######## design 1 ########
design_1/congestion_map.png
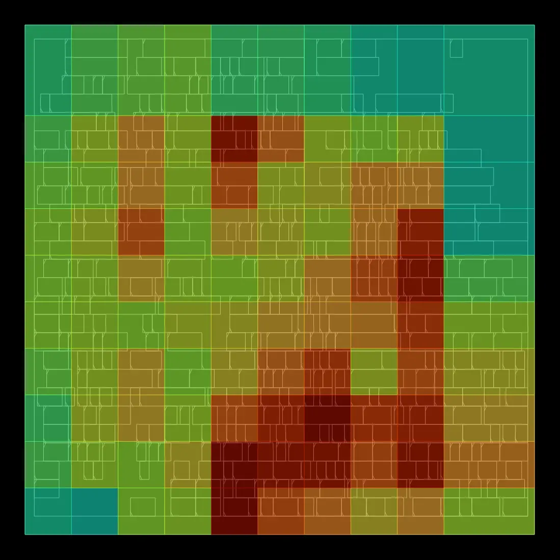
design_1/ff_map.png
The bar under the picture is 20 µm long.
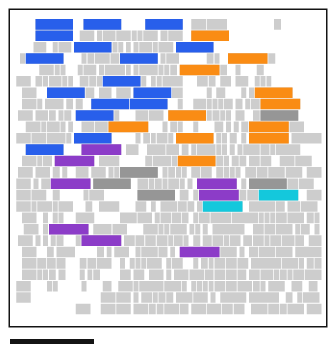
design_1/m4.png
The bar under the picture is 20 µm long.
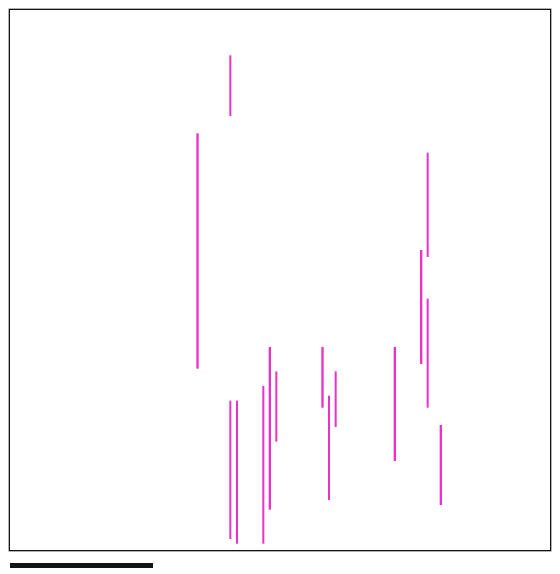
===== config.mk =====
export PLATFORM = sky130hd
export DESIGN_NAME = serialtx_arbiter_flat
export DESIGN_NICKNAME = d
export VERILOG_FILES = /design/src/rtl/serialtx_pkg.sv /design/src/rtl/serialtx_arbiter_if.sv /design/src/rtl/rr_pick.sv /design/src/rtl/serialtx_arbiter.sv /design/src/flat_wrapper.sv
export SDC_FILE = /design/constraint.sdc
export NUM_CORES = 1
export LEC_CHECK = 0
export ABC_AREA = 1
export CORE_UTILIZATION = 49
export CTS_CLUSTER_DIAMETER = 60
export DETAILED_ROUTE_END_ITERATION = 16
export PLACE_DENSITY = 0.89
export SLEW_MARGIN = 20
export SYNTH_ARGS = -nofsm -noshare
export SYNTH_HDL_FRONTEND = slang
export SYNTH_SLANG_ARGS = --single-unit

===== constraint.sdc =====
create_clock -name clk -period 2.9 [get_ports clk]
set_input_delay 0.87 -clock clk [delete_from_list [all_inputs] [get_ports clk]]
set_output_delay 0.87 -clock clk [all_outputs]
set_load 0.01 [all_outputs]

===== src/rtl/serialtx_pkg.sv =====
// Shared definitions for the serialtx transmitter and its front-end arbiter.
package serialtx_pkg;

    typedef enum logic [1:0] {
        HOLDOFF,
        IDLE,
        ISSUE,
        WAIT
    } tx_state_e;

    localparam int BAUD_DIV_DEFAULT = 166;
    localparam int FRAME_BAUDS      = 11;

    // Worst-case frame length, including the unaligned RTS baud period.
    function automatic int frame_cycles(input int baud_div);
        return FRAME_BAUDS * (baud_div + 1);
    endfunction

endpackage


===== src/rtl/serialtx_arbiter_if.sv =====
// Requester handshake and transmitter-side signals of the serialtx arbiter.
interface serialtx_arbiter_if #(
    parameter int NREQ = 4
);
    localparam int IDW = $clog2(NREQ);

    logic [NREQ-1:0]   req_valid;
    logic [8*NREQ-1:0] req_data;
    logic [NREQ-1:0]   req_ready;
    logic [7:0]        tx_data;
    logic              tx_txe;
    logic              busy;
    logic [IDW-1:0]    grant_id;
    logic [15:0]       frames_sent;

    modport master (
        output req_valid, req_data,
        input  req_ready, tx_data, tx_txe, busy, grant_id, frames_sent
    );

    modport slave (
        input  req_valid, req_data,
        output req_ready, tx_data, tx_txe, busy, grant_id, frames_sent
    );

endinterface


===== src/rtl/rr_pick.sv =====
// Combinational round-robin picker: first set req bit after index `last`, wrapping.
module rr_pick #(
    parameter int NREQ = 4,
    parameter int IDW  = 2
) (
    input  logic [NREQ-1:0] req,
    input  logic [IDW-1:0]  last,
    output logic            found,
    output logic [IDW-1:0]  idx
);

    logic [IDW-1:0] cand;

    always_comb begin
        found = 1'b0;
        idx   = '0;
        cand  = '0;
        for (int k = 1; k <= NREQ; k++) begin
            cand = IDW'((int'(last) + k) % NREQ);
            if (!found && req[cand]) begin
                found = 1'b1;
                idx   = cand;
            end
        end
    end

endmodule


===== src/rtl/serialtx_arbiter.sv =====
// Round-robin arbiter sequencing a shared serialtx transmitter from a local frame timer.
//
//   state   | meaning
//   HOLDOFF | after reset: let a possibly interrupted frame drain
//   IDLE    | look for a requester, accept its byte
//   ISSUE   | single-cycle txe pulse, count the frame
//   WAIT    | hold tx_data for one worst-case frame
module serialtx_arbiter
    import serialtx_pkg::*;
#(
    parameter int NREQ         = 4,
    parameter int BAUD_DIV     = BAUD_DIV_DEFAULT,
    parameter int FRAME_CYCLES = frame_cycles(BAUD_DIV),
    parameter int IDW          = $clog2(NREQ)
) (
    input  logic clk,
    input  logic rst_n,
    serialtx_arbiter_if.slave bus
);

    localparam int             TW         = $clog2(FRAME_CYCLES);
    localparam logic [TW-1:0]  TIMER_LOAD = TW'(FRAME_CYCLES - 1);

    tx_state_e      state;
    logic [TW-1:0]  timer;
    logic [IDW-1:0] last;
    logic [7:0]     tx_data_q;
    logic           tx_txe_q;
    logic [IDW-1:0] grant_q;
    logic [15:0]    frames_q;

    logic           pick_found;
    logic [IDW-1:0] pick_idx;
    logic [7:0]     pick_data;
    logic           accept;

    rr_pick #(
        .NREQ (NREQ),
        .IDW  (IDW)
    ) u_pick (
        .req   (bus.req_valid),
        .last  (last),
        .found (pick_found),
        .idx   (pick_idx)
    );

    assign pick_data = bus.req_data[{pick_idx, 3'b000} +: 8];
    assign accept    = (state == IDLE) && pick_found;

    always_comb begin
        bus.req_ready = '0;
        if (accept) bus.req_ready[pick_idx] = 1'b1;
    end

    assign bus.busy        = (state != IDLE);
    assign bus.tx_data     = tx_data_q;
    assign bus.tx_txe      = tx_txe_q;
    assign bus.grant_id    = grant_q;
    assign bus.frames_sent = frames_q;

    always_ff @(posedge clk or negedge rst_n) begin
        if (!rst_n) begin
            state     <= HOLDOFF;
            timer     <= TIMER_LOAD;
            last      <= IDW'(NREQ - 1);
            tx_data_q <= 8'hFF;
            tx_txe_q  <= 1'b0;
            grant_q   <= '0;
            frames_q  <= '0;
        end else begin
            tx_txe_q <= 1'b0;
            case (state)
                HOLDOFF, WAIT: begin
                    if (timer == '0) state <= IDLE;
                    else             timer <= timer - TW'(1);
                end
                IDLE: begin
                    if (pick_found) begin
                        tx_data_q <= pick_data;
                        grant_q   <= pick_idx;
                        last      <= pick_idx;
                        tx_txe_q  <= 1'b1;
                        state     <= ISSUE;
                    end
                end
                ISSUE: begin
                    frames_q <= frames_q + 16'd1;
                    timer    <= TIMER_LOAD;
                    state    <= WAIT;
                end
            endcase
        end
    end

endmodule


===== src/flat_wrapper.sv =====
// flat-port wrapper written by rule: the top's interface ports become plain ports
module serialtx_arbiter_flat import serialtx_pkg::*;
#(
    parameter int NREQ         = 4,
    parameter int BAUD_DIV     = BAUD_DIV_DEFAULT,
    parameter int FRAME_CYCLES = frame_cycles(BAUD_DIV),
    parameter int IDW          = $clog2(NREQ)
)
  (clk, rst_n, bus_req_valid, bus_req_data, bus_req_ready, bus_tx_data, bus_tx_txe, bus_busy, bus_grant_id, bus_frames_sent);
  serialtx_arbiter_if #(.NREQ(NREQ)) bus_i ();
  input  logic clk;
  input  logic rst_n;
  input wire logic [$bits(bus_i.req_valid)-1:0] bus_req_valid;
  input wire logic [$bits(bus_i.req_data)-1:0] bus_req_data;
  output wire logic [$bits(bus_i.req_ready)-1:0] bus_req_ready;
  output wire logic [$bits(bus_i.tx_data)-1:0] bus_tx_data;
  output wire logic [$bits(bus_i.tx_txe)-1:0] bus_tx_txe;
  output wire logic [$bits(bus_i.busy)-1:0] bus_busy;
  output wire logic [$bits(bus_i.grant_id)-1:0] bus_grant_id;
  output wire logic [$bits(bus_i.frames_sent)-1:0] bus_frames_sent;
  assign bus_i.req_valid = bus_req_valid;
  assign bus_i.req_data = bus_req_data;
  assign bus_req_ready = bus_i.req_ready;
  assign bus_tx_data = bus_i.tx_data;
  assign bus_tx_txe = bus_i.tx_txe;
  assign bus_busy = bus_i.busy;
  assign bus_grant_id = bus_i.grant_id;
  assign bus_frames_sent = bus_i.frames_sent;
  serialtx_arbiter #(.NREQ(NREQ), .BAUD_DIV(BAUD_DIV), .FRAME_CYCLES(FRAME_CYCLES), .IDW(IDW)) u_core (.clk(clk), .rst_n(rst_n), .bus(bus_i));
endmodule

==> run notes <==
fresh numbers from the pnr run: first element of the critical path=u_core.last[0], Highest Signal Layer=met4, clk_buf instances=6, proportion of cell area spent on the clock network=2.39%, wire length on met2=3920 µm, Max clock buf depth=2, GR Overflow Total=0, Sequential Power Share=21.0%, number of buffers inserted by port buffering=69, most frequent logic cell in the layout=nand2_1, top cell type by instance count after synthesis=nand2_1, pre-CTS setup slack=-0.925 ns, total setup violations reported at the end of the flow=4, clock transition time at the flip-flop clock pins of the worst setup and hold paths=0.08 ns, Post-synth regs=42, number of resized instances in the post-cts repair step=61, slack of the critical path=-0.171 ns, outcome=finished with violations, count of maximum capacitance violations=0, initial antenna violation count=0, final slew viol count=0, YS warnings=0, worst reg-to-reg setup slack=0.41 ns, failing checks=negative setup slack
## Picture notes: design_1/congestion_map.png
fraction of met2 tracks used by global routing: 48.6%
met3 routing resource usage after global routing: 5.95%
GRT Overall Usage: 26.3%
Layout Utilization: 76.9%
Top Usage Layer GRT: met2

## Picture notes: design_1/ff_map.png
| netlist name | color | sequential cells |
|---|---|---|
| `u_core.last` | cyan | 2 |
| `u_core.bus.frames_sent` | blue | 16 |
| `u_core.bus.tx_data` | purple | 8 |
| `u_core.timer` | orange | 11 |
Seq. pwr: 1.04 mW
FF+latch area: 1070 µm²
share of cell area taken by flip-flops and latches: 26.9%

## Picture notes: design_1/m4.png
nets with wire on the layer: 15
longest straight run: 32.6 µm
routed vias: 2751
total wirelength of the detailed-routed design: 7620 µm

[cells by family (layout without fill, tap and decap cells)]
| family | after synthesis | in the layout | share of synthesized area (%) |
|---|---|---|---|
| flops | 42 | 42 | 40.4 |
| compound gates | 27 | 27 | 7.27 |
| fa+ha+maj | 4 | 4 | 1.89 |
| buf+inv | 71 | 186 | 11.5 |
| xor+xnor | 17 | 17 | 5.62 |
| simple gates | 179 | 179 | 33.3 |
[power by group through the flow]
| stage | registers [mW] | logic (mW) | clock network [mW] |
|---|---|---|---|
| after global placement | 1.04 | 2.43 | 0 |
| after floorplan | 1.05 | 1.74 | 0 |
| after CTS | 1.03 | 3.08 | 0.407 |
| after detailed placement | 1.04 | 2.54 | 0 |
| after global routing | 1.06 | 3.78 | 0.426 |
| final | 1.04 | 3.51 | 0.404 |
[worst max-delay path, cell delays in order (launching register included)]
cell	delay, ns
dfstp_2	0.62
buf_12	0.16
nand2_4	0.05
nand2_4	0.10
nand2_4	0.08
buf_6	0.13
nand3_1	0.09
nand2_1	0.08
nand2_2	0.09
nand3_4	0.13
buf_6	0.15
nor3_2	0.08
buf_2	0.14

######## design 2 ########
==> src/rtl/unpack16_8.sv <==
// Width down-converter: one 16-bit word in on a valid/ready port, two 8-bit bytes out on a
// valid/ready port. Byte order is chosen by MSB_FIRST. out_last marks the second byte.
module unpack16_8 #(
   parameter bit MSB_FIRST = 1'b1
) (
   input  logic        clk,
   input  logic        reset,
   input  logic [15:0] in_value,
   input  logic        in_valid,
   output logic        in_ready,
   output logic [7:0]  out_value,
   output logic        out_valid,
   input  logic        out_ready,
   output logic        out_last,
   output logic        busy,
   output logic [1:0]  dbg_state
);

   // Handshake rules on both ports:
   // - A transfer happens on a rising edge where valid and ready are both high.
   // - A valid source holds its data stable until that transfer.
   // - in_ready depends combinationally on out_ready in BYTE1 only. Upstream must
   //   therefore never derive in_valid from in_ready.
   typedef enum logic [1:0] {
      EMPTY = 2'd0,
      BYTE0 = 2'd1,
      BYTE1 = 2'd2
   } state_t;

   state_t      state_q;
   logic [15:0] word_q;
   logic [7:0]  out_value_q;
   logic        out_valid_q;
   logic        out_last_q;
   logic        in_xfer;
   logic        out_xfer;

   function automatic logic [7:0] first_byte(input logic [15:0] w);
      return MSB_FIRST ? w[15:8] : w[7:0];
   endfunction

   function automatic logic [7:0] second_byte(input logic [15:0] w);
      return MSB_FIRST ? w[7:0] : w[15:8];
   endfunction

   // A new word is taken either when idle or while the second byte leaves.
   // This lets a stream run at one byte per cycle without bubbles.
   assign in_ready = ~reset & ((state_q == EMPTY) | ((state_q == BYTE1) & out_ready));
   assign in_xfer  = in_valid & in_ready;
   assign out_xfer = out_valid_q & out_ready;

   always_ff @(posedge clk or posedge reset) begin
      if (reset) begin
         state_q     <= EMPTY;
         word_q      <= 16'h0000;
         out_value_q <= 8'h00;
         out_valid_q <= 1'b0;
         out_last_q  <= 1'b0;
      end else begin
         case (state_q)
            EMPTY: begin
               if (in_xfer) begin
                  state_q     <= BYTE0;
                  word_q      <= in_value;
                  out_value_q <= first_byte(in_value);
                  out_valid_q <= 1'b1;
                  out_last_q  <= 1'b0;
               end
            end
            BYTE0: begin
               if (out_xfer) begin
                  state_q     <= BYTE1;
                  out_value_q <= second_byte(word_q);
                  out_last_q  <= 1'b1;
               end
            end
            BYTE1: begin
               if (out_xfer) begin
                  if (in_xfer) begin
                     state_q     <= BYTE0;
                     word_q      <= in_value;
                     out_value_q <= first_byte(in_value);
                     out_valid_q <= 1'b1;
                     out_last_q  <= 1'b0;
                  end else begin
                     state_q     <= EMPTY;
                     out_value_q <= 8'h00;
                     out_valid_q <= 1'b0;
                     out_last_q  <= 1'b0;
                  end
               end
            end
            default: begin
               state_q     <= EMPTY;
               out_value_q <= 8'h00;
               out_valid_q <= 1'b0;
               out_last_q  <= 1'b0;
            end
         endcase
      end
   end

   assign out_value = out_value_q;
   assign out_valid = out_valid_q;
   assign out_last  = out_last_q;
   assign busy      = (state_q != EMPTY);
   assign dbg_state = state_q;

endmodule

==> config.mk <==
export PLATFORM = sky130hd
export DESIGN_NAME = unpack16_8
export DESIGN_NICKNAME = d
export VERILOG_FILES = /design/src/rtl/unpack16_8.sv
export SDC_FILE = /design/constraint.sdc
export NUM_CORES = 1
export LEC_CHECK = 0
export CORE_MARGIN = 5
export CORE_UTILIZATION = 25
export CTS_CLUSTER_DIAMETER = 200
export CTS_CLUSTER_SIZE = 8
export DETAILED_ROUTE_END_ITERATION = 12
export PLACE_DENSITY = 0.5
export SETUP_SLACK_MARGIN = 0.15
export SYNTH_ARGS = -nofsm -noshare
export SYNTH_HDL_FRONTEND = slang
export SYNTH_SLANG_ARGS = --single-unit
==> constraint.sdc <==
create_clock -name clk -period 1.55 [get_ports clk]
set_input_delay 0.31 -clock clk [delete_from_list [all_inputs] [get_ports clk]]
set_output_delay 0.31 -clock clk [all_outputs]
set_load 0.005 [all_outputs]
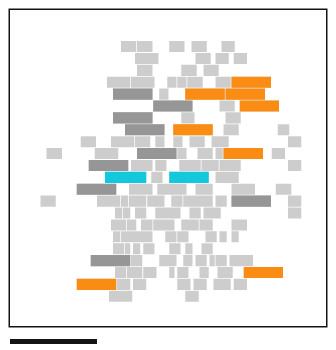
design_2/ff_map.png
The bar under the picture is 20 µm long.
| netlist name | color | sequential cells |
|---|---|---|
| `dbg_state` | cyan | 2 |
| `out_value` | orange | 8 |
not colored: 9
FF+latch area: 477 µm²
Seq. pwr: 0.864 mW
share of cell area taken by flip-flops and latches: 30.1%
Layout Utilization: 42.6%

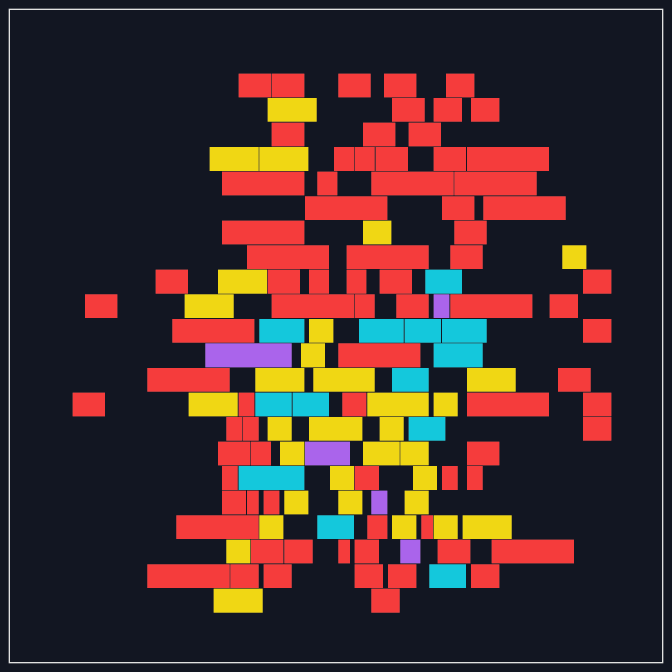
design_2/sizing.png
| size | color | cells | share |
|---|---|---|---|
| x1 and smaller | red | 79 | 61% |
| x6 and larger | cyan | 13 | 10% |
| x2 | purple | 5 | 3.9% |
| x3 and x4 | yellow | 32 | 25% |
slack of the critical path: 0.0506 ns
area added between synthesis and finish: 63.4%
Design Area, Final: 1580 µm²

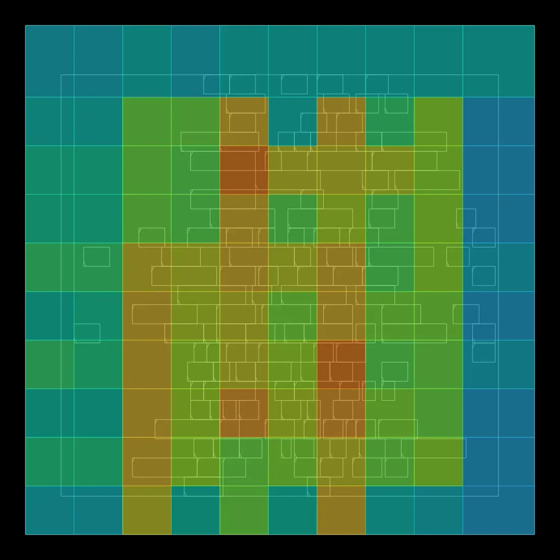
design_2/congestion_map.png
GR Util met1: 12.1%
Top Usage Layer GRT: met2
post-DR wirelength/cell: 14.1 µm
fraction of met2 tracks used by global routing: 18.4%
GRT Overall Usage: 10.3%

==> run notes <==
fresh numbers from the pnr run: reg2reg path depth=4, upper clock frequency limit=667 MHz, Avg Cell Area, Syn=13.5 µm², CTS Hold Buffers Added=0, Nets=150, CTS H-Tree Depth=1, core utilization before placement=26.1%, wire length on met2=1330 µm, Post-synth regs=19, biggest fanout along the worst timing path=2, crit path kind=flip-flop to output port, biggest area consumer among synthesized cells=dfrtp_1, CP Capture Type=output port, placed cell areas=1390 µm², YS warnings=0, tightest hold margin=0.374 ns, number of OpenROAD warnings=29, number of resized instances in the post-cts repair step=36, outcome=complete, no violations, ratio of cells with drive above 1 in the final layout=38.8%, wire length on met1=1030 µm
==> registers in the layout (all words and copies together), names as in the netlist <==
register / cells
out_value: 8
word_q: 8
dbg_state: 2
out_valid: 1
==> worst paths after layout <==
kind	slack, ns	endpoint
worst min register to register	0.50	out_value[7]
worst max-delay path	0.05	busy
max in group asynchronous	0.95	dbg_state[0]
worst max register to register	0.08	word_q[1]
min in group clk	0.50	out_value[7]
worst min-delay path	0.37	out_value[0]
==> worst max-delay path, cell delays in order (launching register included) <==
cell     delay [ns]
dfrtp_2        0.41
buf_4          0.13
or2_2          0.27
buf_6          0.12
==> logic make-up (layout without fill, tap and decap cells) <==
kind of cell,after synthesis,in the layout,synth area share [%]
muxes,13,13,17.4
and+or+nand+nor,18,19,13.9
AOI/OAI and AO/OA,15,15,12.8
DFF,19,19,49.0
buffers and inverters,7,63,6.84
==> power by group <==
part	internal [mW]	switching (mW)	total, mW
clock	0.178	0.159	0.337
combinational	0.954	0.536	1.49
sequential	0.733	0.130	0.864
total	1.87	0.825	2.69
==> final cells by class <==
type,count,area share (%)
multi-input cells,47,29.8
clock inverters,1,0.316
repair buffers,57,32.9
well taps,48,3.79
flip-flops and latches,19,30.1
clock buffers,3,2.61
inverters,2,0.474


## Gallery

Logic cells by family.
panel A
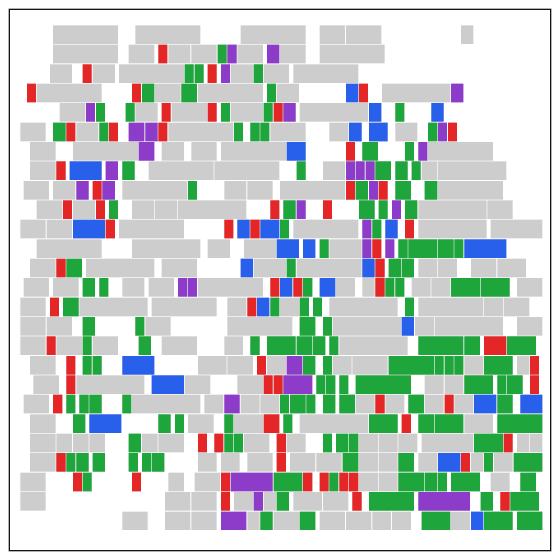
panel B
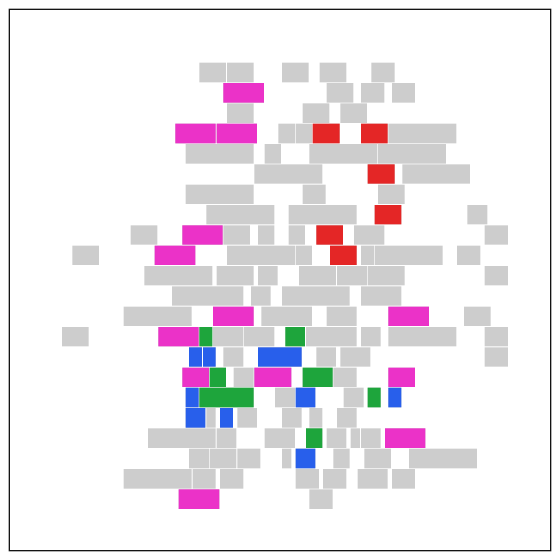
| picture | from |
|---|---|
| panel A | design 1 |
| panel B | design 2 |

Power figures rest on the tool's default switching activity, not on a simulated workload.
